# ---- change_dispenser ----
Figure 1. Clock wiring as the flow saved it (change_dispenser).
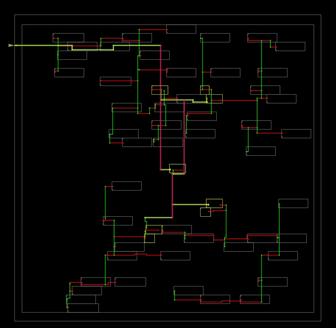

[src/rtl/chg_pkg.sv]
// Shared types and helpers for the change dispenser: FSM states, denomination
// indices, unit values (in 50-won steps) and the largest-coin-first selector.
package chg_pkg;

  typedef enum logic [2:0] {IDLE, PICK, PULSE, GAP, FINISH} state_t;

  localparam logic [1:0] D50   = 2'd0;
  localparam logic [1:0] D100  = 2'd1;
  localparam logic [1:0] D500  = 2'd2;
  localparam logic [1:0] D1000 = 2'd3;

  localparam logic [6:0] U50   = 7'd1;
  localparam logic [6:0] U100  = 7'd2;
  localparam logic [6:0] U500  = 7'd10;
  localparam logic [6:0] U1000 = 7'd20;

  function automatic logic [6:0] unit_of(input logic [1:0] idx);
    case (idx)
      D50:     return U50;
      D100:    return U100;
      D500:    return U500;
      default: return U1000;
    endcase
  endfunction

  // Returns {found, idx}; units ascend with idx, so the last hit is the largest coin.
  function automatic logic [2:0] pick_denom(input logic [6:0] rem, input logic [3:0] avail);
    logic [2:0] res;
    res = 3'b000;
    for (int i = 0; i < 4; i++) begin
      if (avail[i] && (unit_of(2'(i)) <= rem)) res = {1'b1, 2'(i)};
    end
    return res;
  endfunction

endpackage

[src/rtl/coin_inv_cnt.sv]
// One denomination's coin inventory: decrements on dispense, adds refills,
// and saturates at all-ones.
module coin_inv_cnt #(
  parameter int W    = 4,
  parameter int INIT = 8
) (
  input  logic         clk_i,
  input  logic         rst_i,
  input  logic         dec_i,
  input  logic         add_i,
  input  logic [W-1:0] qty_i,
  output logic [W-1:0] cnt_o
);

  logic [W-1:0] cnt_q;
  logic [W-1:0] cnt_d;
  logic [W:0]   sum;

  // dec_i is only raised on a non-empty counter, so the extra bit only flags overflow.
  always_comb begin
    sum   = {1'b0, cnt_q} + (add_i ? {1'b0, qty_i} : '0) - {{W{1'b0}}, dec_i};
    cnt_d = sum[W] ? {W{1'b1}} : sum[W-1:0];
  end

  always_ff @(posedge clk_i or posedge rst_i) begin
    if (rst_i) cnt_q <= W'(INIT);
    else       cnt_q <= cnt_d;
  end

  assign cnt_o = cnt_q;

endmodule

[src/rtl/change_dispenser.sv]
// Coin-return sequencer: pays a refund largest coin first with a fixed gap between
// pulses. Define CHG_AUDIT_EN to add the AuditCoins dispensed-coin counter.
module change_dispenser
  import chg_pkg::*;
#(
  parameter int INV_W      = 4,
  parameter int INIT_CNT   = 8,
  parameter int GAP_CYCLES = 2
) (
  input  logic             CLK,
  input  logic             RST,
  input  logic             Req,
  input  logic [6:0]       Amount,
  input  logic             Refill,
  input  logic [1:0]       RefillSel,
  input  logic [INV_W-1:0] RefillQty,
  output logic             Busy,
  output logic             Return50,
  output logic             Return100,
  output logic             Return500,
  output logic             Return1000,
  output logic             Finish,
  output logic             Short,
`ifdef CHG_AUDIT_EN
  output logic [15:0]      AuditCoins,
`endif
  output logic [6:0]       Remaining
);

  localparam logic [7:0] GAP_LOAD = (GAP_CYCLES > 0) ? 8'(GAP_CYCLES - 1) : 8'd0;

  state_t     state_q;
  logic [6:0] rem_q;
  logic [1:0] sel_q;
  logic [7:0] gap_q;
  logic       busy_q;
  logic [3:0] ret_q;
  logic       finish_q;
  logic       short_q;
  logic [6:0] remaining_q;

  logic [INV_W-1:0] inv_cnt [4];
  logic [3:0]       inv_dec;
  logic [3:0]       avail;
  logic [6:0]       pick_rem;
  logic             pick_now;
  logic [2:0]       pick_res;

  generate
    for (genvar gi = 0; gi < 4; gi++) begin : g_inv
      assign inv_dec[gi] = (state_q == PULSE) && (sel_q == 2'(gi));
      assign avail[gi]   = inv_dec[gi] ? (inv_cnt[gi] > INV_W'(1)) : (inv_cnt[gi] != '0);
      coin_inv_cnt #(.W(INV_W), .INIT(INIT_CNT)) u_inv (
        .clk_i (CLK),
        .rst_i (RST),
        .dec_i (inv_dec[gi]),
        .add_i (Refill && (RefillSel == 2'(gi))),
        .qty_i (RefillQty),
        .cnt_o (inv_cnt[gi])
      );
    end
  endgenerate

  // Selection is folded into the last gap cycle (or the pulse itself when there is
  // no gap), so coins come out GAP_CYCLES+1 apart; PICK is only a state after IDLE.
  assign pick_rem = (state_q == PULSE) ? (rem_q - unit_of(sel_q)) : rem_q;
  assign pick_now = (state_q == PICK) || ((state_q == GAP) && (gap_q == 8'd0)) ||
                    ((state_q == PULSE) && (GAP_CYCLES == 0));
  assign pick_res = pick_denom(pick_rem, avail);

  always_ff @(posedge CLK or posedge RST) begin
    if (RST) begin
      state_q     <= IDLE;
      rem_q       <= '0;
      sel_q       <= D50;
      gap_q       <= '0;
      busy_q      <= 1'b0;
      ret_q       <= '0;
      finish_q    <= 1'b0;
      short_q     <= 1'b0;
      remaining_q <= '0;
    end else begin
      ret_q    <= '0;
      finish_q <= 1'b0;
      case (state_q)
        IDLE: begin
          if (Req) begin
            busy_q      <= 1'b1;
            short_q     <= 1'b0;
            remaining_q <= '0;
            if (Amount != 7'd0) begin
              rem_q   <= Amount;
              state_q <= PICK;
            end else begin
              state_q  <= FINISH;
              finish_q <= 1'b1;
            end
          end
        end
        PULSE: begin
          rem_q <= pick_rem;
          if (GAP_CYCLES > 0) begin
            state_q <= GAP;
            gap_q   <= GAP_LOAD;
          end
        end
        GAP: if (gap_q != 8'd0) gap_q <= gap_q - 8'd1;
        FINISH: begin
          state_q <= IDLE;
          busy_q  <= 1'b0;
        end
        default: ;
      endcase
      if (pick_now) begin
        if (pick_rem == 7'd0) begin
          state_q  <= FINISH;
          finish_q <= 1'b1;
        end else if (pick_res[2]) begin
          state_q <= PULSE;
          sel_q   <= pick_res[1:0];
          ret_q   <= 4'b0001 << pick_res[1:0];
        end else begin
          short_q     <= 1'b1;
          remaining_q <= pick_rem;
          state_q     <= FINISH;
          finish_q    <= 1'b1;
        end
      end
    end
  end

`ifdef CHG_AUDIT_EN
  logic [15:0] audit_q;
  always_ff @(posedge CLK or posedge RST) begin
    if (RST)                   audit_q <= '0;
    else if (state_q == PULSE) audit_q <= audit_q + 16'd1;
  end
  assign AuditCoins = audit_q;
`endif

  assign Busy       = busy_q;
  assign Return50   = ret_q[D50];
  assign Return100  = ret_q[D100];
  assign Return500  = ret_q[D500];
  assign Return1000 = ret_q[D1000];
  assign Finish     = finish_q;
  assign Short      = short_q;
  assign Remaining  = remaining_q;

endmodule

[config.mk]
export PLATFORM = sky130hd
export DESIGN_NAME = change_dispenser
export DESIGN_NICKNAME = d
export VERILOG_FILES = /design/src/rtl/chg_pkg.sv /design/src/rtl/coin_inv_cnt.sv /design/src/rtl/change_dispenser.sv
export SDC_FILE = /design/constraint.sdc
export NUM_CORES = 1
export LEC_CHECK = 0
export ABC_AREA = 1
export CORE_MARGIN = 2
export CORE_UTILIZATION = 45
export DETAILED_ROUTE_END_ITERATION = 8
export SYNTH_ARGS = -nofsm -noshare
export SYNTH_HDL_FRONTEND = slang
export SYNTH_SLANG_ARGS = --single-unit
[constraint.sdc]
create_clock -name CLK -period 4.8 [get_ports CLK]
set_clock_uncertainty 0.15 [all_clocks]
set_input_delay 1.2 -clock CLK [delete_from_list [all_inputs] [get_ports CLK]]
set_output_delay 1.2 -clock CLK [all_outputs]
set_load 0.05 [all_outputs]
# ---- pipeline_hazard_ctrl ----
<file path="src/rtl/mips_pkg.sv">
// mips_pkg: shared pipeline types and constants for the MIPS core.
package mips_pkg;
    typedef enum logic {IDLE, MD_WAIT} state_t;
    localparam logic [4:0] REG_ZERO = 5'd0;
    localparam logic [5:0] FUNCT_MULT  = 6'h18;
    localparam logic [5:0] FUNCT_MULTU = 6'h19;
    localparam logic [5:0] FUNCT_DIV   = 6'h1a;
    localparam logic [5:0] FUNCT_DIVU  = 6'h1b;
    function automatic logic is_md_funct(input logic [5:0] funct);
        return funct inside {FUNCT_MULT, FUNCT_MULTU, FUNCT_DIV, FUNCT_DIVU};
    endfunction
endpackage

</file>
<file path="src/rtl/hazard_detect.sv">
// hazard_detect: load-use hazard between the load in EX and the sources of the instruction in ID.
module hazard_detect
    import mips_pkg::*;
(
    input  logic       ex_memtoreg,
    input  logic [4:0] ex_rt,
    input  logic [4:0] id_rs,
    input  logic [4:0] id_rt,
    input  logic       id_uses_rt,
    output logic       lu
);
    assign lu = ex_memtoreg && ex_rt != REG_ZERO && (ex_rt == id_rs || (id_uses_rt && ex_rt == id_rt));
endmodule

</file>
<file path="src/rtl/pipeline_hazard_ctrl.sv">
// pipeline_hazard_ctrl: stall/flush sequencer for the 5-stage pipeline,
// covering load-use bubbles, branch flushes and the mult/div wait.
module pipeline_hazard_ctrl
    import mips_pkg::*;
#(
    parameter int MD_TIMEOUT = 64,
    parameter int CNT_W      = 16
) (
    input  logic             clk,
    input  logic             reset,
    input  logic [4:0]       id_rs,
    input  logic [4:0]       id_rt,
    input  logic             id_uses_rt,
    input  logic             id_md,
    input  logic             branch_taken,
    input  logic             ex_memtoreg,
    input  logic [4:0]       ex_rt,
    input  logic             md_done,
    output logic             pc_le,
    output logic             ifid_le,
    output logic             ifid_clear,
    output logic             idex_le,
    output logic             idex_clear,
    output logic             md_go,
    output logic             md_busy,
    output logic             md_timeout,
    output logic [CNT_W-1:0] stall_cnt
);
    localparam int WW = $clog2(MD_TIMEOUT) > 0 ? $clog2(MD_TIMEOUT) : 1;
    state_t        state;
    logic [WW-1:0] wcnt;
    logic          lu, idle, waiting, lu_stall, issue, tmo;
    hazard_detect u_hazard_detect (
        .ex_memtoreg(ex_memtoreg),
        .ex_rt      (ex_rt),
        .id_rs      (id_rs),
        .id_rt      (id_rt),
        .id_uses_rt (id_uses_rt),
        .lu         (lu)
    );
    // Reset forces the combinational view to an unstalled IDLE.
    always_comb begin
        idle       = !reset && state == IDLE;
        waiting    = !reset && state == MD_WAIT;
        lu_stall   = idle && lu;
        issue      = idle && !lu && id_md;
        tmo        = waiting && !md_done && wcnt == WW'(MD_TIMEOUT - 1);
        pc_le      = !(waiting || lu_stall);
        ifid_le    = pc_le;
        idex_le    = !waiting;
        idex_clear = lu_stall;
        ifid_clear = idle && !lu && !id_md && branch_taken;
        md_busy    = waiting;
    end
    always_ff @(posedge clk) begin
        if (reset) begin
            state      <= IDLE;
            wcnt       <= '0;
            md_go      <= 1'b0;
            md_timeout <= 1'b0;
            stall_cnt  <= '0;
        end else begin
            md_go <= issue;
            if (!pc_le && stall_cnt != '1) stall_cnt <= stall_cnt + 1'b1;
            if (issue) begin
                state <= MD_WAIT;
                wcnt  <= '0;
            end else if (waiting) begin
                wcnt <= wcnt + 1'b1;
                if (md_done || tmo) state <= IDLE;
                if (tmo) md_timeout <= 1'b1;
            end
        end
    end
endmodule

</file>
<file path="config.mk">
export PLATFORM = sky130hd
export DESIGN_NAME = pipeline_hazard_ctrl
export DESIGN_NICKNAME = d
export VERILOG_FILES = /design/src/rtl/mips_pkg.sv /design/src/rtl/hazard_detect.sv /design/src/rtl/pipeline_hazard_ctrl.sv
export SDC_FILE = /design/constraint.sdc
export NUM_CORES = 1
export LEC_CHECK = 0
export ABC_AREA = 1
export CORE_MARGIN = 2
export CORE_UTILIZATION = 40
export CTS_CLUSTER_SIZE = 14
export DETAILED_ROUTE_END_ITERATION = 16
export PLACE_DENSITY = 0.76
export SETUP_SLACK_MARGIN = 0.15
export SYNTH_ARGS = -nofsm -noshare
export SYNTH_HDL_FRONTEND = slang
export SYNTH_HIERARCHICAL = 1
export SYNTH_SLANG_ARGS = --single-unit
</file>
<file path="constraint.sdc">
create_clock -name clk -period 1.8 [get_ports clk]
set_input_delay 0.18 -clock clk [delete_from_list [all_inputs] [get_ports clk]]
set_output_delay 0.18 -clock clk [all_outputs]
set_load 0.02 [all_outputs]
</file>
# ---- pipelined_adder ----
### config.mk
export PLATFORM = sky130hd
export DESIGN_NAME = pipelined_adder
export DESIGN_NICKNAME = d
export VERILOG_FILES = /design/src/rtl/adder_pkg.sv /design/src/rtl/adder_chunk.sv /design/src/rtl/pipelined_adder.sv
export SDC_FILE = /design/constraint.sdc
export NUM_CORES = 1
export LEC_CHECK = 0
export ABC_CLOCK_PERIOD_IN_PS = 2000
export CORE_UTILIZATION = 40
export CTS_CLUSTER_SIZE = 28
export DETAILED_ROUTE_END_ITERATION = 8
export PLACE_DENSITY_LB_ADDON = 0.3
export SYNTH_ARGS = -nofsm -noshare
export SYNTH_HDL_FRONTEND = slang
export SYNTH_SLANG_ARGS = --single-unit
### constraint.sdc
create_clock -name clk -period 2 [get_ports clk]
set_input_delay 0.2 -clock clk [delete_from_list [all_inputs] [get_ports clk]]
set_output_delay 0.2 -clock clk [all_outputs]
set_load 0.005 [all_outputs]
### src/rtl/adder_pkg.sv
// Shared helpers for the chunked pipelined adder: parameter legality and chunk sizing.
package adder_pkg;

  localparam int MAX_CHUNK = 64;

  typedef logic [MAX_CHUNK-1:0] chunk_t;

  function automatic bit check_params(input int width, input int stages);
    return (stages >= 1) && (width >= 1) && ((width % stages) == 0);
  endfunction

  function automatic int chunk_width(input int width, input int stages);
    return (stages >= 1) ? (width / stages) : width;
  endfunction

endpackage

### src/rtl/adder_chunk.sv
// Combinational CHUNK-bit ripple-carry adder used as one slice of the pipelined adder.
module adder_chunk #(
  parameter int CHUNK = 4
) (
  input  logic [CHUNK-1:0] a,
  input  logic [CHUNK-1:0] b,
  input  logic             c_in,
  output logic [CHUNK-1:0] sum,
  output logic             c_out
);

  logic [CHUNK:0] carry;

  always_comb begin
    sum      = '0;
    carry    = '0;
    carry[0] = c_in;
    for (int i = 0; i < CHUNK; i++) begin
      sum[i]     = a[i] ^ b[i] ^ carry[i];
      carry[i+1] = (a[i] & b[i]) | (carry[i] & (a[i] ^ b[i]));
    end
    c_out = carry[CHUNK];
  end

endmodule

### src/rtl/pipelined_adder.sv
// WIDTH-bit adder split into STAGES registered chunks with valid/ready and global stall.
// Define PIPE_ADD_OVF_EN to add the signed overflow output.
module pipelined_adder
  import adder_pkg::*;
#(
  parameter int WIDTH  = 8,
  parameter int STAGES = 2
) (
  input  logic             clk,
  input  logic             rst_n,
  input  logic             in_valid,
  output logic             in_ready,
  input  logic [WIDTH-1:0] a,
  input  logic [WIDTH-1:0] b,
  input  logic             c_in,
  output logic             out_valid,
  input  logic             out_ready,
  output logic [WIDTH-1:0] sum,
  output logic             c_out
`ifdef PIPE_ADD_OVF_EN
  ,
  output logic             overflow
`endif
);

  localparam int CHUNK = chunk_width(WIDTH, STAGES);

  if (!check_params(WIDTH, STAGES)) begin : g_bad_params
    $error("pipelined_adder: STAGES must be >= 1 and divide WIDTH");
  end

  logic                              adv;
  logic [STAGES-1:0]                 vld_st, cin_st, chunk_cout;
  logic [STAGES-1:0]                 vld_d, vld_q, carry_d, carry_q;
  logic [STAGES-1:0][WIDTH-1:0]      a_st, b_st, sum_st;
  logic [STAGES-1:0][WIDTH-1:0]      a_d, a_q, b_d, b_q, sum_d, sum_q;
  logic [STAGES-1:0][CHUNK-1:0]      chunk_sum;
  logic                              skew_unused;

  // Stage k sees either the primary inputs or the registers of stage k-1.
  for (genvar k = 0; k < STAGES; k++) begin : g_stage
    if (k == 0) begin : g_head
      assign a_st[k]   = a;
      assign b_st[k]   = b;
      assign cin_st[k] = c_in;
      assign vld_st[k] = in_valid;
      assign sum_st[k] = '0;
    end else begin : g_tail
      assign a_st[k]   = a_q[k-1];
      assign b_st[k]   = b_q[k-1];
      assign cin_st[k] = carry_q[k-1];
      assign vld_st[k] = vld_q[k-1];
      assign sum_st[k] = sum_q[k-1];
    end

    adder_chunk #(.CHUNK(CHUNK)) u_chunk (
      .a     (a_st[k][k*CHUNK +: CHUNK]),
      .b     (b_st[k][k*CHUNK +: CHUNK]),
      .c_in  (cin_st[k]),
      .sum   (chunk_sum[k]),
      .c_out (chunk_cout[k])
    );
  end

  // The last stage's operand copy is never consumed; only the sum leaves.
  assign skew_unused = ^{a_q[STAGES-1], b_q[STAGES-1]};

  assign adv       = !vld_q[STAGES-1] || out_ready;
  assign in_ready  = adv;
  assign out_valid = vld_q[STAGES-1];
  assign sum       = sum_q[STAGES-1];
  assign c_out     = carry_q[STAGES-1];

  always_comb begin
    vld_d   = vld_q;
    carry_d = carry_q;
    a_d     = a_q;
    b_d     = b_q;
    sum_d   = sum_q;
    if (adv) begin
      vld_d   = vld_st;
      carry_d = chunk_cout;
      a_d     = a_st;
      b_d     = b_st;
      for (int k = 0; k < STAGES; k++) begin
        sum_d[k]                   = sum_st[k];
        sum_d[k][k*CHUNK +: CHUNK] = chunk_sum[k];
      end
    end
  end

  always_ff @(posedge clk or negedge rst_n) begin
    if (!rst_n) begin
      vld_q   <= '0;
      carry_q <= '0;
      a_q     <= '0;
      b_q     <= '0;
      sum_q   <= '0;
    end else begin
      vld_q   <= vld_d;
      carry_q <= carry_d;
      a_q     <= a_d;
      b_q     <= b_d;
      sum_q   <= sum_d;
    end
  end

`ifdef PIPE_ADD_OVF_EN
  logic ovf_d, ovf_q;

  // Sign bits reach the last stage through the skew registers.
  always_comb begin
    ovf_d = ovf_q;
    if (adv) begin
      ovf_d = (a_st[STAGES-1][WIDTH-1] == b_st[STAGES-1][WIDTH-1]) &&
              (chunk_sum[STAGES-1][CHUNK-1] != a_st[STAGES-1][WIDTH-1]);
    end
  end

  always_ff @(posedge clk or negedge rst_n) begin
    if (!rst_n) ovf_q <= 1'b0;
    else        ovf_q <= ovf_d;
  end

  assign overflow = ovf_q;
`endif

endmodule

Figure 2. Nets reached from selected ports (pipelined_adder).
Drawn at 8 px/um.
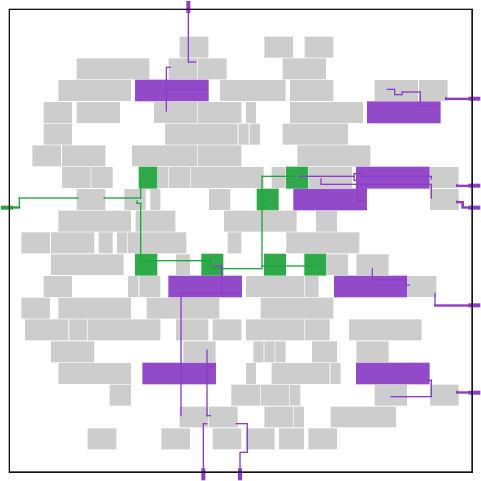
[sum] purple | bits: 8 | direction: output | end cells: 8 | buffers: 8 | wire: 145 um
[out_ready] green | bits: 1 | direction: input | end cells: 7 | buffers: 2 | wire: 63.6 um

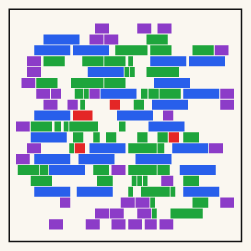
Figure 3: pipelined_adder, placed cells, one color a class.
Drawn at 4 px/um.
[combinational and other logic] green | cells: 53
[clock drivers and dummy loads] red | cells: 4
[other buffers and delay cells] purple | cells: 36
[flops] blue | cells: 24

==> results.json, pipelined_adder <==
{
  "status": "finished with violations",
  "failing_checks": "DRC, setup timing",
  "dr_wl_met3_um": 81,
  "finalCoreUtilization_pct": 55.1,
  "globalRoute.busiestLayer": "met2",
  "largest_reg_flops": 8,
  "max_cap_viol_count": 0,
  "dpl-instance-area_um2": 1520,
  "finalWorstSetupSlack_ns": -0.0630,
  "worst_setup_path_startpoint": "carry_q[0]$_DFFE_PN0P_",
  "postSynth.topFlopCell": "dfrtp_1",
  "die_w_um": 57.7,
  "period_used_pct": 103,
  "postSynthSeqShare_pct": 48.4,
  "globalRoute.totalOverflow": 0,
  "cts_htree_levels": 1,
  "grt_pass1_wl_um": 3190,
  "layout_top_cells": "clkdlybuf4s50_1, dfrtp_1, mux2_4",
  "pwr-share-comb_pct": 33.5,
  "count_of_unresolved_drc_violations_after_routing": 1,
  "grt_antenna_before_repair": 0,
  "grt_start_max_net_pins": 25,
  "clock_buffer_count": 4,
  "route.layer.met1.wl_um": 763,
  "met1_usage_pct": 15.8,
  "nonClockInverterCount": 14,
  "std_cell_rows": 19,
  "main_power_consuming_group": "registers",
  "hold_ws_ns": 0.226,
  "clk-power_w": 0.000248,
  "clock_tree_from_tritoncts": "done",
  "fmax_mhz": 485,
  "final_hold_viol_count": 0,
  "warning_count": 29,
  "final-max-slew-violation-count": 0,
  "setup_viol": 1
}
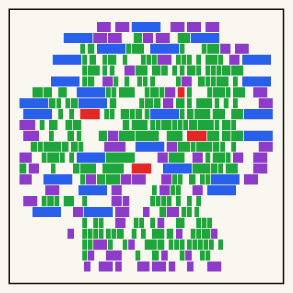
Figure 4: pipeline_hazard_ctrl, placed cells, one color a class.
Drawn at 4 px/um.
[combinational and other logic] green | cells: 222
[other buffers and delay cells] purple | cells: 69
[flops] blue | cells: 25
[clock drivers and dummy loads] red | cells: 4

==> results.json, pipeline_hazard_ctrl <==
{
  "fin_worst_skew_ns": 0.00212,
  "period_used_pct": 87.7,
  "min_delay_path_depth": 2,
  "critical_path_cell_count": 2,
  "hold_ws_ns": 0.478,
  "grt_pass1_wl_um": 6580,
  "status": "finished, final reports clean",
  "mappedNetlistNets": 273,
  "ff2ff_setup_slack_ns": 0.30,
  "synth_top_area_share_pct": 30.4,
  "crit-reg2reg-capture": "stall_cnt[14]$_SDFFE_PP0P_",
  "clock_buffer_count": 3,
  "routed-wl-met2_um": 1950,
  "max_cap_viol_count": 0,
  "timing.critical_path.from_type": "flop",
  "path_clk_slew_ns": 0.09,
  "switching_share_pct": 27.9,
  "main_power_consuming_group": "registers",
  "timing.rr.start": "stall_cnt[1]$_SDFFE_PP0P_",
  "hold_buffers": 0,
  "avgSynthCellArea_um2": 6.62,
  "postSynthSeqShare_pct": 30.4,
  "xor_and_xnor_area_share_after_synthesis_pct": 4.25,
  "synth_area_um2": 1650,
  "power.total_w": 0.00113,
  "worstSetupEndpointType": "output pin",
  "setup.worst_path.end": "stall_cnt[11]",
  "dr_wl_met3_um": 157,
  "ys_sh_simple_pct": 43.4,
  "std_cell_rows": 23,
  "edf_count": 0,
  "hold_path.startpoint": "wcnt[5]$_SDFFE_PP0N_",
  "cts-resized-gates": 46,
  "netlist.top_cell.by_instances": "nand2_1",
  "yosysWarnings": 6,
  "globalRoute.busiestLayer": "met2",
  "synth_stat.cells": 249,
  "gp_routability_congestion": 0.811,
  "hold_end": "wcnt[5]$_SDFFE_PP0N_",
  "buffers_excl_clock": 69,
  "netlist_logic_family_top": "simple AND/OR/NAND/NOR gates",
  "top_cells_by_count": "nand2_1, nor2_1, inv_1",
  "critPathArrivalTime_ns": 1.40,
  "post_route_cells_drive_above_1_share_pct": 27.8,
  "finalWorstSetupSlack_ns": 0.221,
  "nonClockInverterCount": 32,
  "vdd_drop_max_uv": 586,
  "num_antenna_cells": 0,
  "largest_class": "logic gates",
  "post_synth_arst_share_pct": 0,
  "count_of_unresolved_drc_violations_after_routing": 0
}
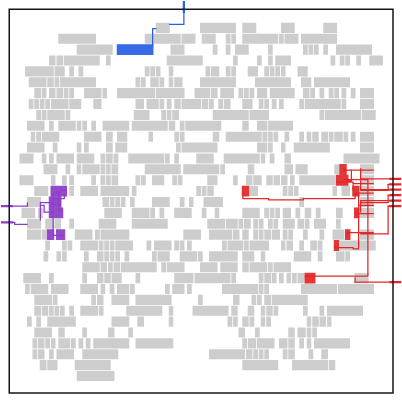
Figure 5: change_dispenser, nets reached from selected ports.
Drawn at 4 px/um.
[RefillSel] purple | bits: 2 | direction: input | end cells: 8 | buffers: 2 | wire: 49.8 um
[Return50] blue | bits: 1 | direction: output | end cells: 1 | buffers: 1 | wire: 12.4 um
[Amount] red | bits: 7 | direction: input | end cells: 9 | buffers: 7 | wire: 216 um

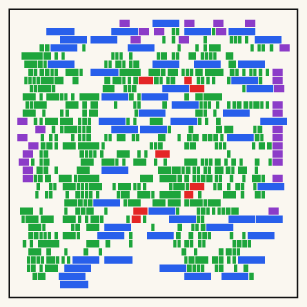
Figure 6: change_dispenser, placed cells, one color a class.
Drawn at 3 px/um.
[flops] blue | cells: 50
[other buffers and delay cells] purple | cells: 30
[clock drivers and dummy loads] red | cells: 8
[combinational and other logic] green | cells: 444

## Picture notes: Figure 1
clock buffer count from CTS: 5
clock net sink count: 50

==> results.json, change_dispenser <==
{
  "status": "finished, final reports clean",
  "cts_max_path_buffers": 2,
  "place_worst_setup_slack_ns": 0.842,
  "cts_htree_levels": 2,
  "dr_total_vias": 3060,
  "grt_pass1_wl_um": 13300,
  "fp.coreArea_um2": 8180,
  "seq_power_share_pct": 38.1,
  "worst_setup_path_startpoint": "RefillSel[0]",
  "dieArea_um2": 9140,
  "port-buffer-count": 30,
  "synth.distinct_cells": 39,
  "cts.root.buffer_cell": "clkbuf_8",
  "path_clk_slew_ns": 0.09,
  "top_cells_by_count": "inv_1, nand2_1, dfrtp_1",
  "ioPinCount": 31,
  "ys_sh_aoi_pct": 9.38,
  "netlist.top_cell.by_area": "dfrtp_1",
  "regArea_um2": 1260,
  "crit-reg2reg-capture": "Remaining[3]$_DFF_PP0_",
  "stdcell_count": 637,
  "sequentialPower_w": 0.000511,
  "critPathBufInv": 2,
  "power.total_w": 0.00134,
  "dr_wl_met3_um": 213,
  "post_route_cells_drive_above_1_share_pct": 6.77,
  "clock_buffer_count": 5,
  "critPathRequiredTime_ns": 4.82,
  "ffs_latches_synth": 50,
  "finalCoreUtilization_pct": 52.4,
  "wire_per_inst_um": 12.0,
  "globalRoute.totalOverflow": 0,
  "gp_routability_congestion": 0.818,
  "number_of_sequential_storage_elements": 50,
  "drt_iter0_drc": 72,
  "clock_tree_from_tritoncts": "done",
  "post-place-cells": 629,
  "route.layer.met1.wl_um": 3700,
  "rsz_0062_raised_after_global_routing": "no",
  "non_clock_buffer_area_share_pct": 7.01,
  "clk-insertion-delay-late_ns": 0.31,
  "slowest_delay_ns": 0.54,
  "period_used_pct": 75.1,
  "comb-power_w": 0.000567,
  "hold_end": "gap_q[7]$_DFFE_PP0P_",
  "final_layout_top_logic_cell": "inv_1",
  "total_switching_power_w": 0.000504,
  "vias_per_cell": 4.80,
  "final-max-slew-violation-count": 0,
  "clock_power_share_pct": 19.6,
  "xor_and_xnor_area_share_after_synthesis_pct": 1.16,
  "yosysWarnings": 0,
  "sh_seq_area_pct": 29.3,
  "met1_usage_pct": 24.0,
  "clock_tree_area_fraction_pct": 2.19,
  "setup.worst_path.end": "g_inv[1].u_inv.cnt_o[2]$_DFF_PP0_",
  "ff2ff_setup_slack_ns": 1.58,
  "fmax_mhz": 277,
  "grt_antenna_before_repair": 0,
  "pwr-share-comb_pct": 42.3,
  "ys_sh_simple_pct": 25.6
}

==> notes/layouts.md <==
Pictures saved along the way, in no particular order.

Clock network drawn from the DEF.
shot_01.png
Drawn at 4 px/um.
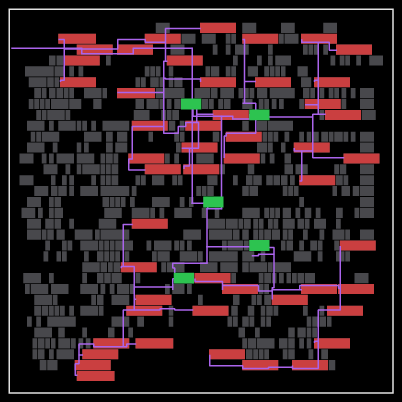
shot_02.png
Drawn at 8 px/um.
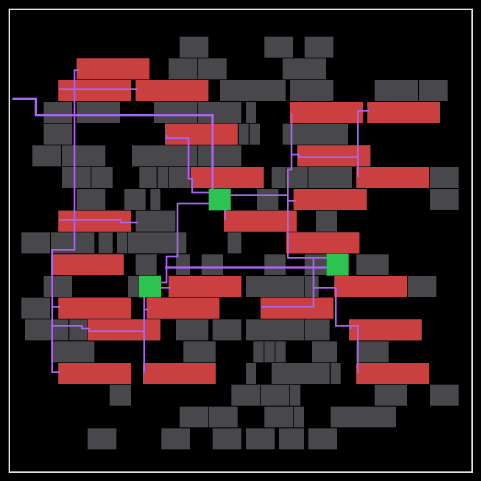
shot_03.png
Drawn at 6 px/um.
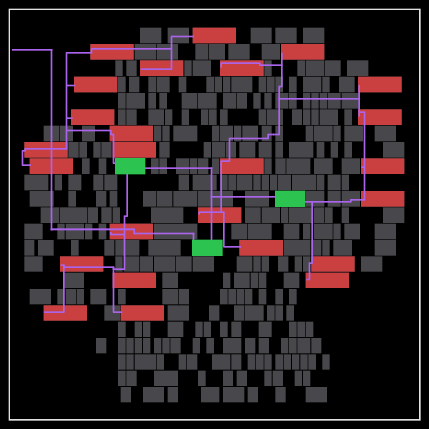
The one with the largest die is shot_01.png.
The one with the smallest die is shot_02.png.
shot_03.png -> pipeline_hazard_ctrl
shot_02.png -> pipelined_adder
shot_01.png -> change_dispenser

Key to shot_03.png:
[clock wires] purple | length: 364 um
[clock drivers] green | count: 3
[flip-flops] red | count: 25
routed clock nets: 4


# ---- tree_node_mux ----
Figure 7. Clock network drawn from the DEF (tree_node_mux).
Drawn at 4 px/um.
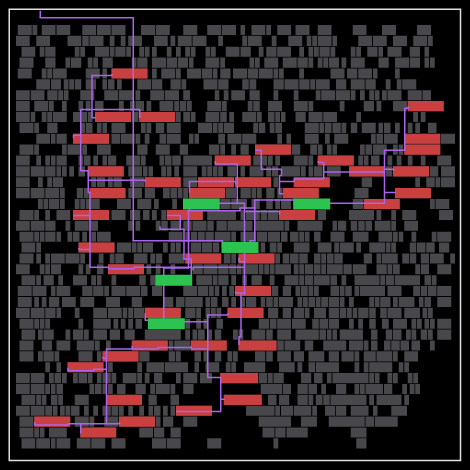

File: config.mk
export PLATFORM = sky130hd
export DESIGN_NAME = tree_node_mux
export DESIGN_NICKNAME = d
export VERILOG_FILES = /design/src/rtl/tree_pkg.sv /design/src/rtl/rr_arbiter.sv /design/src/rtl/tree_node_mux.sv
export SDC_FILE = /design/constraint.sdc
export NUM_CORES = 1
export LEC_CHECK = 0
export ABC_AREA = 1
export CORE_UTILIZATION = 39
export DETAILED_ROUTE_END_ITERATION = 8
export GPL_TIMING_DRIVEN = 0
export PLACE_DENSITY = 0.77
export SLEW_MARGIN = 20
export SYNTH_ARGS = -nofsm -noshare
export SYNTH_HDL_FRONTEND = slang
export SYNTH_SLANG_ARGS = --single-unit
File: constraint.sdc
create_clock -name clk -period 3.9 [get_ports clk]
set_input_delay 0.78 -clock clk [delete_from_list [all_inputs] [get_ports clk]]
set_output_delay 0.78 -clock clk [all_outputs]
set_load 0.02 [all_outputs]
File: src/rtl/tree_pkg.sv
// Shared types and helpers for the tree node hierarchy.
package tree_pkg;

  // Node grant state: free to arbitrate, or holding a packet grant.
  typedef enum logic {
    IDLE   = 1'b0,
    LOCKED = 1'b1
  } node_state_e;

  // Largest fan-out a single node supports.
  localparam int MAX_CHILDREN = 16;

  // Round-robin pointer increment, wrapping n-1 back to 0.
  function automatic int unsigned rr_next(input int unsigned ptr, input int unsigned n);
    return (ptr + 32'd1 >= n) ? 32'd0 : ptr + 32'd1;
  endfunction

endpackage

File: src/rtl/rr_arbiter.sv
// Combinational round-robin arbiter. Searches from ptr upward with wrap;
// when mask_en is set only mask_id may win (packet lock).
module rr_arbiter
  import tree_pkg::*;
#(
  parameter  int N    = 5,
  localparam int ID_W = (N > 1) ? $clog2(N) : 1
) (
  input  logic [N-1:0]    req,
  input  logic [ID_W-1:0] ptr,
  input  logic            mask_en,
  input  logic [ID_W-1:0] mask_id,
  output logic            gnt_valid,
  output logic [ID_W-1:0] gnt_id
);

  int unsigned idx;

  // Pick the locked child, else the first requester at or after ptr.
  always_comb begin
    gnt_valid = 1'b0;
    gnt_id    = '0;
    idx       = 0;
    if (mask_en) begin
      gnt_valid = req[mask_id];
      gnt_id    = mask_id;
    end else begin
      for (int i = 0; i < N; i++) begin
        idx = 32'(ptr) + 32'(i);
        if (idx >= 32'(N)) idx = idx - 32'(N);
        if (!gnt_valid && req[idx[ID_W-1:0]]) begin
          gnt_valid = 1'b1;
          gnt_id    = idx[ID_W-1:0];
        end
      end
    end
  end

endmodule

File: src/rtl/tree_node_mux.sv
// Hierarchy node: round-robin merges NUM_CHILDREN valid/ready streams onto
// one registered upstream port, tagging each beat with its source index.
// With PKT_LOCK the grant is held from the first beat of a packet to last.
module tree_node_mux
  import tree_pkg::*;
#(
  parameter  int NUM_CHILDREN = 5,
  parameter  int DATA_W       = 32,
  parameter  int PKT_LOCK     = 1,
  localparam int ID_W         = (NUM_CHILDREN > 1) ? $clog2(NUM_CHILDREN) : 1
) (
  input  logic                           clk,
  input  logic                           rst_n,
  input  logic [NUM_CHILDREN-1:0]        child_valid,
  input  logic [NUM_CHILDREN-1:0]        child_last,
  input  logic [NUM_CHILDREN*DATA_W-1:0] child_data,
  output logic [NUM_CHILDREN-1:0]        child_ready,
  output logic                           up_valid,
  output logic [DATA_W-1:0]              up_data,
  output logic                           up_last,
  output logic [ID_W-1:0]                up_id,
  input  logic                           up_ready,
  output logic                           locked
);

  if (NUM_CHILDREN < 1 || NUM_CHILDREN > MAX_CHILDREN) begin : g_bad_fanout
    $error("tree_node_mux: NUM_CHILDREN out of range");
  end

  node_state_e       state_q, state_d;
  logic [ID_W-1:0]   lock_id_q, lock_id_d;
  logic [ID_W-1:0]   rr_ptr_q, rr_ptr_d;
  logic              up_valid_q, up_valid_d;
  logic [DATA_W-1:0] up_data_q, up_data_d;
  logic              up_last_q, up_last_d;
  logic [ID_W-1:0]   up_id_q, up_id_d;

  logic              gnt_valid;
  logic [ID_W-1:0]   gnt_id;
  logic              gnt_last;
  logic [DATA_W-1:0] gnt_data;
  logic              load_en;
  logic              accept;

  rr_arbiter #(.N(NUM_CHILDREN)) u_arb (
    .req       (child_valid),
    .ptr       (rr_ptr_q),
    .mask_en   (state_q == LOCKED),
    .mask_id   (lock_id_q),
    .gnt_valid (gnt_valid),
    .gnt_id    (gnt_id)
  );

  // Register can take a beat when empty or draining this cycle. Handshakes
  // are suppressed while reset is held so no child believes it was accepted.
  assign load_en  = !up_valid_q || up_ready;
  assign accept   = rst_n && load_en && gnt_valid;
  assign gnt_last = child_last[gnt_id];
  assign gnt_data = child_data[32'(gnt_id) * DATA_W +: DATA_W];

  // One-hot accept toward the granted child.
  always_comb begin
    child_ready = '0;
    if (accept) child_ready[gnt_id] = 1'b1;
  end

  // FSM state register.
  always_ff @(posedge clk or negedge rst_n) begin
    if (!rst_n) begin
      state_q   <= IDLE;
      lock_id_q <= '0;
    end else begin
      state_q   <= state_d;
      lock_id_q <= lock_id_d;
    end
  end

  // FSM next state: lock on a non-last first beat, release on the last beat.
  always_comb begin
    state_d   = state_q;
    lock_id_d = lock_id_q;
    case (state_q)
      IDLE: begin
        if (PKT_LOCK != 0 && accept && !gnt_last) begin
          state_d   = LOCKED;
          lock_id_d = gnt_id;
        end
      end
      LOCKED: begin
        if (accept && gnt_last) state_d = IDLE;
      end
      default: state_d = IDLE;
    endcase
  end

  // FSM outputs.
  always_comb begin
    locked = (state_q == LOCKED);
  end

  // Advance the pointer past the winner at packet end (every beat when unlocked).
  always_comb begin
    rr_ptr_d = rr_ptr_q;
    if (accept && (gnt_last || PKT_LOCK == 0))
      rr_ptr_d = ID_W'(rr_next(32'(gnt_id), 32'(NUM_CHILDREN)));
  end

  // Round-robin pointer register.
  always_ff @(posedge clk or negedge rst_n) begin
    if (!rst_n) rr_ptr_q <= '0;
    else        rr_ptr_q <= rr_ptr_d;
  end

  // Output register next value: load the granted beat, or drain when idle.
  always_comb begin
    up_valid_d = up_valid_q;
    up_data_d  = up_data_q;
    up_last_d  = up_last_q;
    up_id_d    = up_id_q;
    if (load_en) begin
      up_valid_d = gnt_valid;
      if (gnt_valid) begin
        up_data_d = gnt_data;
        up_last_d = gnt_last;
        up_id_d   = gnt_id;
      end
    end
  end

  // Output register; reset discards any partial packet in flight.
  always_ff @(posedge clk or negedge rst_n) begin
    if (!rst_n) begin
      up_valid_q <= 1'b0;
      up_data_q  <= '0;
      up_last_q  <= 1'b0;
      up_id_q    <= '0;
    end else begin
      up_valid_q <= up_valid_d;
      up_data_q  <= up_data_d;
      up_last_q  <= up_last_d;
      up_id_q    <= up_id_d;
    end
  end

  assign up_valid = up_valid_q;
  assign up_data  = up_data_q;
  assign up_last  = up_last_q;
  assign up_id    = up_id_q;

endmodule

# ---- status_register ----
**config.mk**
```make
export PLATFORM = sky130hd
export DESIGN_NAME = status_register
export DESIGN_NICKNAME = d
export VERILOG_FILES = /design/src/rtl/cpu_pkg.sv /design/src/rtl/sr_pend_fsm.sv /design/src/rtl/status_register.sv
export SDC_FILE = /design/constraint.sdc
export NUM_CORES = 1
export LEC_CHECK = 0
export CAP_MARGIN = 10
export CORE_UTILIZATION = 39
export CTS_CLUSTER_SIZE = 16
export DETAILED_ROUTE_END_ITERATION = 7
export GPL_TIMING_DRIVEN = 1
export HOLD_SLACK_MARGIN = 0.15
export PLACE_DENSITY = 0.79
export SYNTH_ARGS = -nofsm -noshare
export SYNTH_HDL_FRONTEND = slang
export SYNTH_SLANG_ARGS = --single-unit
```
**constraint.sdc**
```tcl
create_clock -name clk -period 1.6 [get_ports clk]
set_input_delay 0.4 -clock clk [delete_from_list [all_inputs] [get_ports clk]]
set_output_delay 0.4 -clock clk [all_outputs]
set_load 0.02 [all_outputs]
```
**src/rtl/cpu_pkg.sv**
```systemverilog
// Shared CPU definitions: NZCV flag layout and status-register FSM encoding.
package cpu_pkg;

   localparam int SR_W   = 4;
   localparam int FLAG_N = 3;
   localparam int FLAG_Z = 2;
   localparam int FLAG_C = 1;
   localparam int FLAG_V = 0;

   typedef enum logic {
      SR_IDLE = 1'b0,
      SR_PEND = 1'b1
   } sr_state_e;

endpackage

```
**src/rtl/sr_pend_fsm.sv**
```systemverilog
// Tracks one in-flight multi-cycle flag write: IDLE/PEND state plus an
// abandon-timeout counter. Reports completion, stray completions and timeouts.
module sr_pend_fsm
   import cpu_pkg::*;
#(
   parameter int MC_TIMEOUT = 8
) (
   input  logic clk,
   input  logic rst,
   input  logic start,     // gated mc_start
   input  logic done,      // mc_valid (never gated)
   output logic busy,      // pending write outstanding
   output logic take,      // completion accepted this cycle
   output logic stray,     // completion arrived with nothing pending
   output logic timeout    // pending write abandoned this cycle
);

   localparam int CNT_W = $clog2(MC_TIMEOUT) + 1;
   localparam logic [CNT_W-1:0] CNT_LOAD = CNT_W'(MC_TIMEOUT - 1);

   sr_state_e        state, state_nxt;
   logic [CNT_W-1:0] cnt, cnt_nxt;

   // State and counter registers; reset abandons any pending write.
   always_ff @(posedge clk or posedge rst) begin
      if (rst) begin
         state <= SR_IDLE;
         cnt   <= '0;
      end else begin
         state <= state_nxt;
         cnt   <= cnt_nxt;
      end
   end

   // Next state, counter and event outputs; counter only moves while nonzero.
   always_comb begin
      state_nxt = state;
      cnt_nxt   = cnt;
      take      = 1'b0;
      stray     = 1'b0;
      timeout   = 1'b0;
      case (state)
         SR_IDLE: begin
            stray = done;
            if (start) begin
               state_nxt = SR_PEND;
               cnt_nxt   = CNT_LOAD;
            end
         end
         SR_PEND: begin
            if (done) begin
               take      = 1'b1;
               state_nxt = SR_IDLE;
            end else if (cnt == '0) begin
               timeout   = 1'b1;
               state_nxt = SR_IDLE;
            end else begin
               cnt_nxt = cnt - 1'b1;
            end
         end
         default: state_nxt = SR_IDLE;
      endcase
   end

   assign busy = (state == SR_PEND);

endmodule

```
**src/rtl/status_register.sv**
```systemverilog
// Architectural NZCV status register: write-priority mux for ALU, MSR and
// multi-cycle sources, forwarding to the condition check, sticky error flag.
module status_register
   import cpu_pkg::*;
#(
   parameter int MC_TIMEOUT = 8,
   parameter int FWD_EN     = 1
) (
   input  logic            clk,
   input  logic            rst,
   input  logic            freeze,
   input  logic            flush,
   input  logic            s_upd,
   input  logic            n_in,
   input  logic            z_in,
   input  logic            c_in,
   input  logic            v_in,
   input  logic            mc_start,
   input  logic            mc_valid,
   input  logic [SR_W-1:0] mc_flags,
   input  logic            msr_we,
   input  logic [SR_W-1:0] msr_data,
   input  logic            err_clr,
   output logic [SR_W-1:0] sr,
   output logic [SR_W-1:0] cond_flags,
   output logic            flags_busy,
   output logic            err
);

   logic            gate;
   logic            upd_ok, msr_ok, start_ok;
   logic            mc_take, mc_stray, mc_timeout;
   logic            err_evt;
   logic [SR_W-1:0] alu_flags;
   logic [SR_W-1:0] sr_nxt;

   assign gate     = freeze | flush;
   assign upd_ok   = s_upd & ~gate;
   assign msr_ok   = msr_we & ~gate;
   assign start_ok = mc_start & ~gate;

   sr_pend_fsm #(
      .MC_TIMEOUT(MC_TIMEOUT)
   ) u_pend (
      .clk     (clk),
      .rst     (rst),
      .start   (start_ok),
      .done    (mc_valid),
      .busy    (flags_busy),
      .take    (mc_take),
      .stray   (mc_stray),
      .timeout (mc_timeout)
   );

   // Pack the ALU flags in NZCV order.
   always_comb begin
      alu_flags         = '0;
      alu_flags[FLAG_N] = n_in;
      alu_flags[FLAG_Z] = z_in;
      alu_flags[FLAG_C] = c_in;
      alu_flags[FLAG_V] = v_in;
   end

   // Next flag value: completion while pending, else ALU over MSR while idle.
   always_comb begin
      sr_nxt  = sr;
      err_evt = mc_stray | mc_timeout;
      if (flags_busy) begin
         if (mc_take) sr_nxt = mc_flags;
         if (upd_ok | msr_ok | start_ok) err_evt = 1'b1;
      end else begin
         if (upd_ok)      sr_nxt = alu_flags;
         else if (msr_ok) sr_nxt = msr_data;
         if (upd_ok & msr_ok) err_evt = 1'b1;
      end
   end

   // Flag register and sticky error; a new error outranks a clear.
   always_ff @(posedge clk or posedge rst) begin
      if (rst) begin
         sr  <= '0;
         err <= 1'b0;
      end else begin
         sr <= sr_nxt;
         if (err_evt)      err <= 1'b1;
         else if (err_clr) err <= 1'b0;
      end
   end

   assign cond_flags = (FWD_EN != 0) ? sr_nxt : sr;

endmodule

```
Figure 8. Placed cells, one color a class (status_register).
Drawn at 6 px/um.
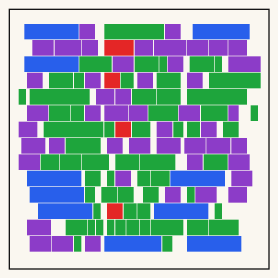
[combinational and other logic] green | cells: 59
[clock drivers and dummy loads] red | cells: 4
[flops] blue | cells: 10
[other buffers and delay cells] purple | cells: 48

==> results.json, status_register <==
{
  "status": "finished with violations",
  "failing_checks": "setup timing",
  "synth_area_um2": 657,
  "globalRoute.busiestLayer": "met2",
  "reg2regPathDepth": 5,
  "totalNegativeSetupSlack_ns": -0.922,
  "grt_pass1_vias": 761,
  "comb.multi_input.count": 54,
  "setup_viol": 4,
  "ioPinCount": 31,
  "dr_wl_met3_um": 165,
  "reg.largest.list": "sr: 4 flops, u_pend.cnt: 4 flops",
  "critical_path_cell_count": 5,
  "yosysWarnings": 0,
  "synth.distinct_cells": 33,
  "routed_wirelength_um": 2570,
  "finalWorstSetupSlack_ns": -0.268,
  "mappedNetlistNets": 93,
  "timing.rr.start": "u_pend.busy$_DFF_PP0_",
  "largest_class": "logic gates",
  "path_class": "in -> out",
  "sh_seq_area_pct": 19.2,
  "netlist.top_cell.by_area": "dfrtp_1",
  "die_w_um": 43.0,
  "clock_tree_from_tritoncts": "done",
  "worstSetupEndpointType": "output pin",
  "adder_share_pct": 1.90
}
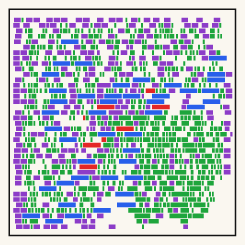
Figure 9: tree_node_mux, placed cells, one color a class.
Drawn at 2 px/um.
[flops] blue | cells: 44
[other buffers and delay cells] purple | cells: 286
[clock drivers and dummy loads] red | cells: 8
[combinational and other logic] green | cells: 722

## Picture notes: Figure 7
[clock drivers] green | count: 5
[flip-flops] red | count: 44
[clock wires] purple | length: 689 um
routed clock nets: 6

==> results.json, tree_node_mux <==
{
  "status": "finished with violations",
  "failing_checks": "setup timing",
  "wire_per_inst_um": 14.8,
  "synth_top_area_share_pct": 23.2,
  "critPathArrivalTime_ns": 3.15,
  "final.min_clock_period_ns": 3.93,
  "drt_iter0_drc": 384,
  "ffs_latches_synth": 44,
  "clock_tree_area_fraction_pct": 1.87,
  "tritoncts.num_buffers": 5,
  "non_clock_buffer_area_share_pct": 33.0,
  "hold_ws_ns": 0.467,
  "route.layer.met1.wl_um": 7220,
  "design.final.nets": 1242,
  "largest_reg_flops": 32,
  "fin_area_um2": 8030,
  "clk-insertion-delay-late_ns": 0.29,
  "final-max-slew-violation-count": 0,
  "grt_pass1_vias": 5493,
  "path_class": "reg -> out",
  "cts_htree_levels": 2,
  "reg2regPathDepth": 21,
  "slowest_delay_ns": 0.42,
  "port-buffer-count": 214,
  "std_cell_rows": 39,
  "mappedNetlistNets": 982,
  "cts-resized-gates": 56,
  "period_used_pct": 101,
  "fmax_mhz": 255,
  "netlist_logic_family_top": "simple AND/OR/NAND/NOR gates",
  "cts_setup_buffers": 16,
  "timing.rr.start": "rr_ptr_q[1]$_DFFE_PN0P_",
  "grt_antenna_before_repair": 0,
  "post_route_cells_drive_above_1_share_pct": 20.8,
  "relSlewSlack_pct": 63.8,
  "timing.critical_path.slowest_stage_cell": "dfrtp_2",
  "dr_wl_met3_um": 1140,
  "crit-reg2reg-capture": "up_data[7]$_DFFE_PN0P_",
  "number_of_sequential_storage_elements": 44,
  "setup_viol": 2,
  "critPathMaxFanout": 8,
  "drt_pass1_iterations": 5,
  "finalWorstSetupSlack_ns": -0.0264,
  "grt_util_met3_pct": 5.78,
  "routed_wirelength_um": 17800,
  "fin_worst_skew_ns": 0.00978,
  "ioPinCount": 216,
  "synth.top_cells.by_area": "dfrtp_1, nand2_1, inv_1, o211ai_1, nand3_1",
  "synth.distinct_cells": 32,
  "fp_util_pct": 40.8,
  "hpwl_um": 13800
}

==> layout pictures side by side <==
Nets reached from selected ports.
(a)
Drawn at 12 px/um.
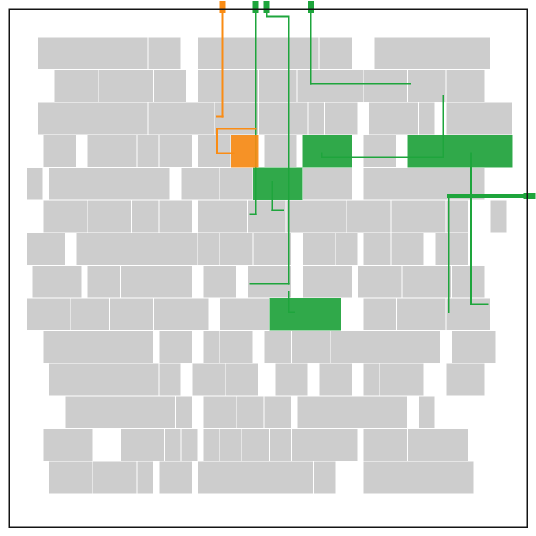
(b)
Drawn at 4 px/um.
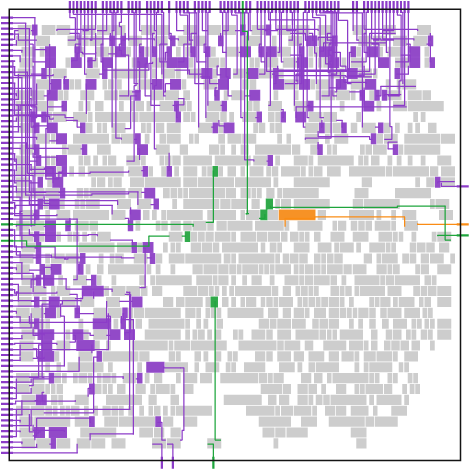
- (b) = tree_node_mux
- (a) = status_register
The one with the most cells is (b).
The one with the largest die is (b).

Key to (b):
[child_data] purple | bits: 160 | direction: input | end cells: 160 | buffers: 160 | wire: 3620 um
[child_last] green | bits: 5 | direction: input | end cells: 5 | buffers: 5 | wire: 260 um
[up_last] orange | bits: 1 | direction: output | end cells: 1 | buffers: 1 | wire: 44.7 um


# ---- regfile_sb ----
Figure 10. Clock wiring as the flow saved it (regfile_sb).
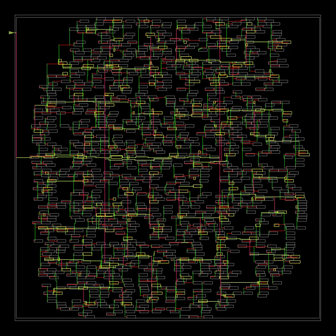
Figure 11. Clock network drawn from the DEF (regfile_sb).
Drawn at 1.5 px/um.
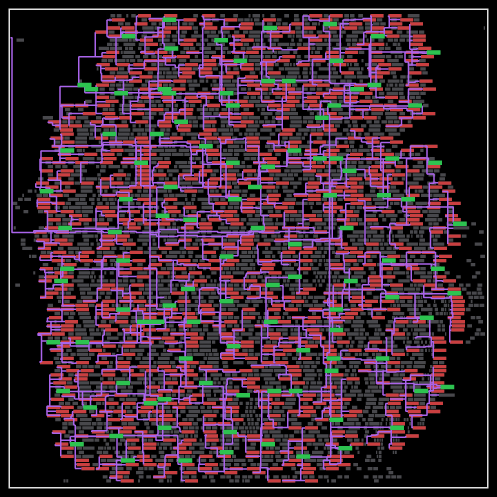
[config.mk]
export PLATFORM = sky130hd
export DESIGN_NAME = regfile_sb
export DESIGN_NICKNAME = d
export VERILOG_FILES = /design/src/rtl/regfile_sb.sv
export SDC_FILE = /design/constraint.sdc
export NUM_CORES = 2
export LEC_CHECK = 0
export CORE_UTILIZATION = 56
export DETAILED_ROUTE_END_ITERATION = 16
export PLACE_DENSITY = 0.79
export SLEW_MARGIN = 40
export SYNTH_ARGS = -nofsm -noshare
export SYNTH_HDL_FRONTEND = slang
export SYNTH_SLANG_ARGS = --single-unit
export TNS_END_PERCENT = 5
[constraint.sdc]
create_clock -name clk -period 4.5 [get_ports clk]
set_input_delay 0.9 -clock clk [delete_from_list [all_inputs] [get_ports clk]]
set_output_delay 0.9 -clock clk [all_outputs]
set_load 0.01 [all_outputs]
[src/rtl/regfile_sb.sv]
// regfile_sb: multi-read-port integer register file with a per-register pending-write scoreboard.
// Define REGFILE_SB_BYPASS_EN to forward same-cycle writeback data and clear busy on the read ports.
module regfile_sb #(
    parameter  int DATA_W   = 32,
    parameter  int NUM_REGS = 32,
    parameter  int NUM_RD   = 2,
    localparam int ADDR_W   = $clog2(NUM_REGS)
) (
    input  logic                     clk,
    input  logic                     reset,
    input  logic                     reg_wr,
    input  logic [ADDR_W-1:0]        waddr,
    input  logic [DATA_W-1:0]        wdata,
    input  logic [NUM_RD*ADDR_W-1:0] raddr,
    output logic [NUM_RD*DATA_W-1:0] rdata,
    output logic [NUM_RD-1:0]        rd_busy,
    input  logic                     issue,
    input  logic [ADDR_W-1:0]        issue_rd,
    input  logic                     flush,
    output logic [NUM_REGS-1:0]      sb_pend
);

    logic [DATA_W-1:0]   r_regs [NUM_REGS];
    logic [NUM_REGS-1:0] r_pend;
    logic [NUM_REGS-1:0] w_pend_nxt;
    logic                w_wr_en;

    assign w_wr_en = reg_wr && (waddr != '0);

    always_ff @(posedge clk or negedge reset) begin
        if (!reset) begin
            for (int unsigned r = 0; r < NUM_REGS; r++) begin
                r_regs[r] <= '0;
            end
        end else if (w_wr_en) begin
            r_regs[waddr] <= wdata;
        end
    end

    // Issue is applied after the writeback clear so a new producer stays outstanding.
    always_comb begin
        w_pend_nxt = r_pend;
        if (flush) begin
            w_pend_nxt = '0;
        end else begin
            if (reg_wr) begin
                w_pend_nxt[waddr] = 1'b0;
            end
            if (issue) begin
                w_pend_nxt[issue_rd] = 1'b1;
            end
        end
        w_pend_nxt[0] = 1'b0;
    end

    always_ff @(posedge clk or negedge reset) begin
        if (!reset) begin
            r_pend <= '0;
        end else begin
            r_pend <= w_pend_nxt;
        end
    end

    assign sb_pend = r_pend;

    for (genvar i = 0; i < NUM_RD; i++) begin : g_rd
        logic [ADDR_W-1:0] w_raddr;
        logic [DATA_W-1:0] w_rdata;
        logic              w_busy;

        assign w_raddr = raddr[i*ADDR_W +: ADDR_W];

`ifdef REGFILE_SB_BYPASS_EN
        logic w_fwd;

        // Forwarding is gated by reset so outputs read zero while reset is held.
        assign w_fwd = reset && w_wr_en && (w_raddr == waddr);

        always_comb begin
            w_rdata = r_regs[w_raddr];
            w_busy  = r_pend[w_raddr];
            if (w_raddr == '0) begin
                w_rdata = '0;
                w_busy  = 1'b0;
            end else if (w_fwd) begin
                w_rdata = wdata;
                w_busy  = issue && (issue_rd == waddr);
            end
        end
`else
        always_comb begin
            w_rdata = r_regs[w_raddr];
            w_busy  = r_pend[w_raddr];
            if (w_raddr == '0) begin
                w_rdata = '0;
                w_busy  = 1'b0;
            end
        end
`endif

        assign rdata[i*DATA_W +: DATA_W] = w_rdata;
        assign rd_busy[i]                = w_busy;
    end

endmodule
==> results.json <==
{
  "dr_wl_met3_um": 19600,
  "worst_hold_path_type": "in -> async",
  "ioPinCount": 155,
  "cts.root.buffer_cell": "clkbuf_16",
  "sh_seq_area_pct": 41.4,
  "globalRoute.totalOverflow": 0,
  "switching_share_pct": 27.0,
  "tap-cell-count": 1287,
  "adder_share_pct": 0,
  "hold_buffers": 0,
  "slowest_delay_ns": 0.68,
  "post_synth_arst_share_pct": 100,
  "use_met2_pct": 50.5,
  "final-max-slew-violation-count": 0,
  "status": "finished with violations",
  "failing_checks": "setup timing",
  "main_power_consuming_group": "registers",
  "postSynth.topFlopCell": "dfrtp_1",
  "critPathBufInv": 4,
  "drt_pass1_iterations": 8,
  "final_hold_viol_count": 0,
  "areaGrowthSynthToFinish_pct": 13.7,
  "worst_setup_path_startpoint": "raddr[9]",
  "sequentialPower_w": 0.0126,
  "comb.multi_input.count": 2198,
  "fin_worst_skew_ns": 0,
  "dr_total_vias": 37012,
  "cts-resized-gates": 1,
  "dieHeight_um": 318,
  "critical_path.top_delay_family": "buffers and inverters",
  "met1_usage_pct": 47.4,
  "design.final.nets": 3794,
  "timing.critical_path.slowest_stage_cell": "clkdlybuf4s50_1",
  "power.total_w": 0.0281,
  "place_worst_setup_slack_ns": 0.0000815,
  "setup_viol": 1,
  "largest-register": "r_regs",
  "count_of_unresolved_drc_violations_after_routing": 0,
  "routed_wirelength_um": 172000,
  "finalWorstSetupSlack_ns": -0.00570,
  "finalCoreUtilization_pct": 64.4,
  "comb_area_share_pct": 43.8,
  "non_clock_buffer_area_share_pct": 6.28
}
## Picture notes: Figure 10
Clock net power: 0.00955 W
clock buffer count from CTS: 107
Clock buffer cells: 156
clock insertion delay at the later pin of the skew report: 0.69 ns

## Picture notes: Figure 11
[clock drivers] green | count: 107
[clock wires] purple | length: 12500 um
[flip-flops] red | count: 1053
flops lie: all over the die
routed clock nets: 108



==> notes/layouts.md <==
Pictures saved along the way, in no particular order.

M3 wires.
picture 1
Drawn at 6 px/um. Cells faint in the background.
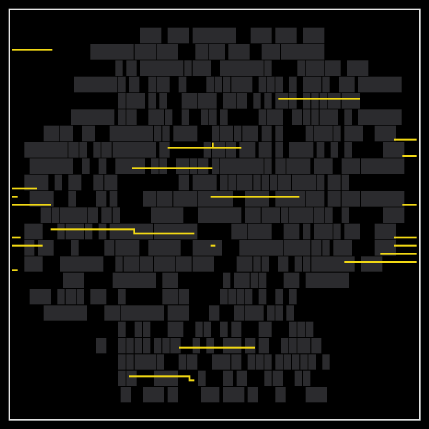
picture 2
Drawn at 4 px/um. Cells faint in the background.
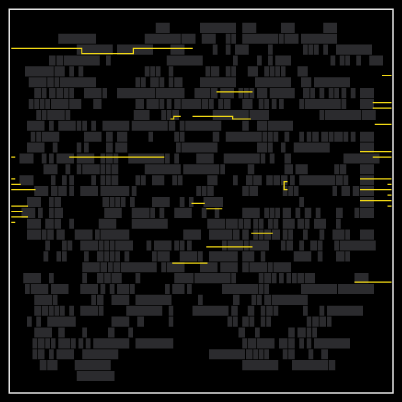
picture 3
Drawn at 3 px/um. Cells faint in the background.
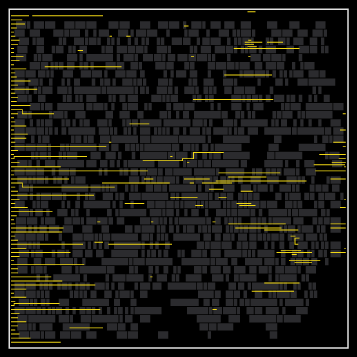
picture 4
Drawn at 6 px/um. Cells faint in the background.
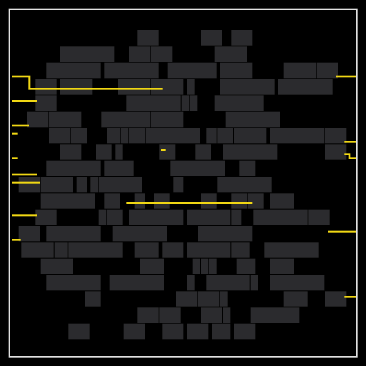
picture 5
Drawn at 8 px/um. Cells faint in the background.
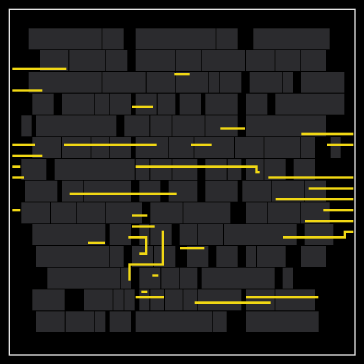
picture 6
Drawn at 1 px/um. Cells faint in the background.
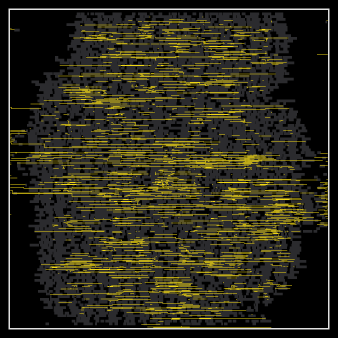
For tree_node_mux, see picture 3.
For regfile_sb, see picture 6.
For pipeline_hazard_ctrl, see picture 1.
For status_register, see picture 5.
For pipelined_adder, see picture 4.
For change_dispenser, see picture 2.
The one with the largest die is picture 6.
The one with the smallest die is picture 5.

Key to picture 5:
wire length on this layer: 166 um
main direction: horizontal
longest straight run: 14.9 um
nets with wire on the layer: 29
share of all routed wire: 6.5%

No activity file was given, so power comes from the tool's default toggle rates.
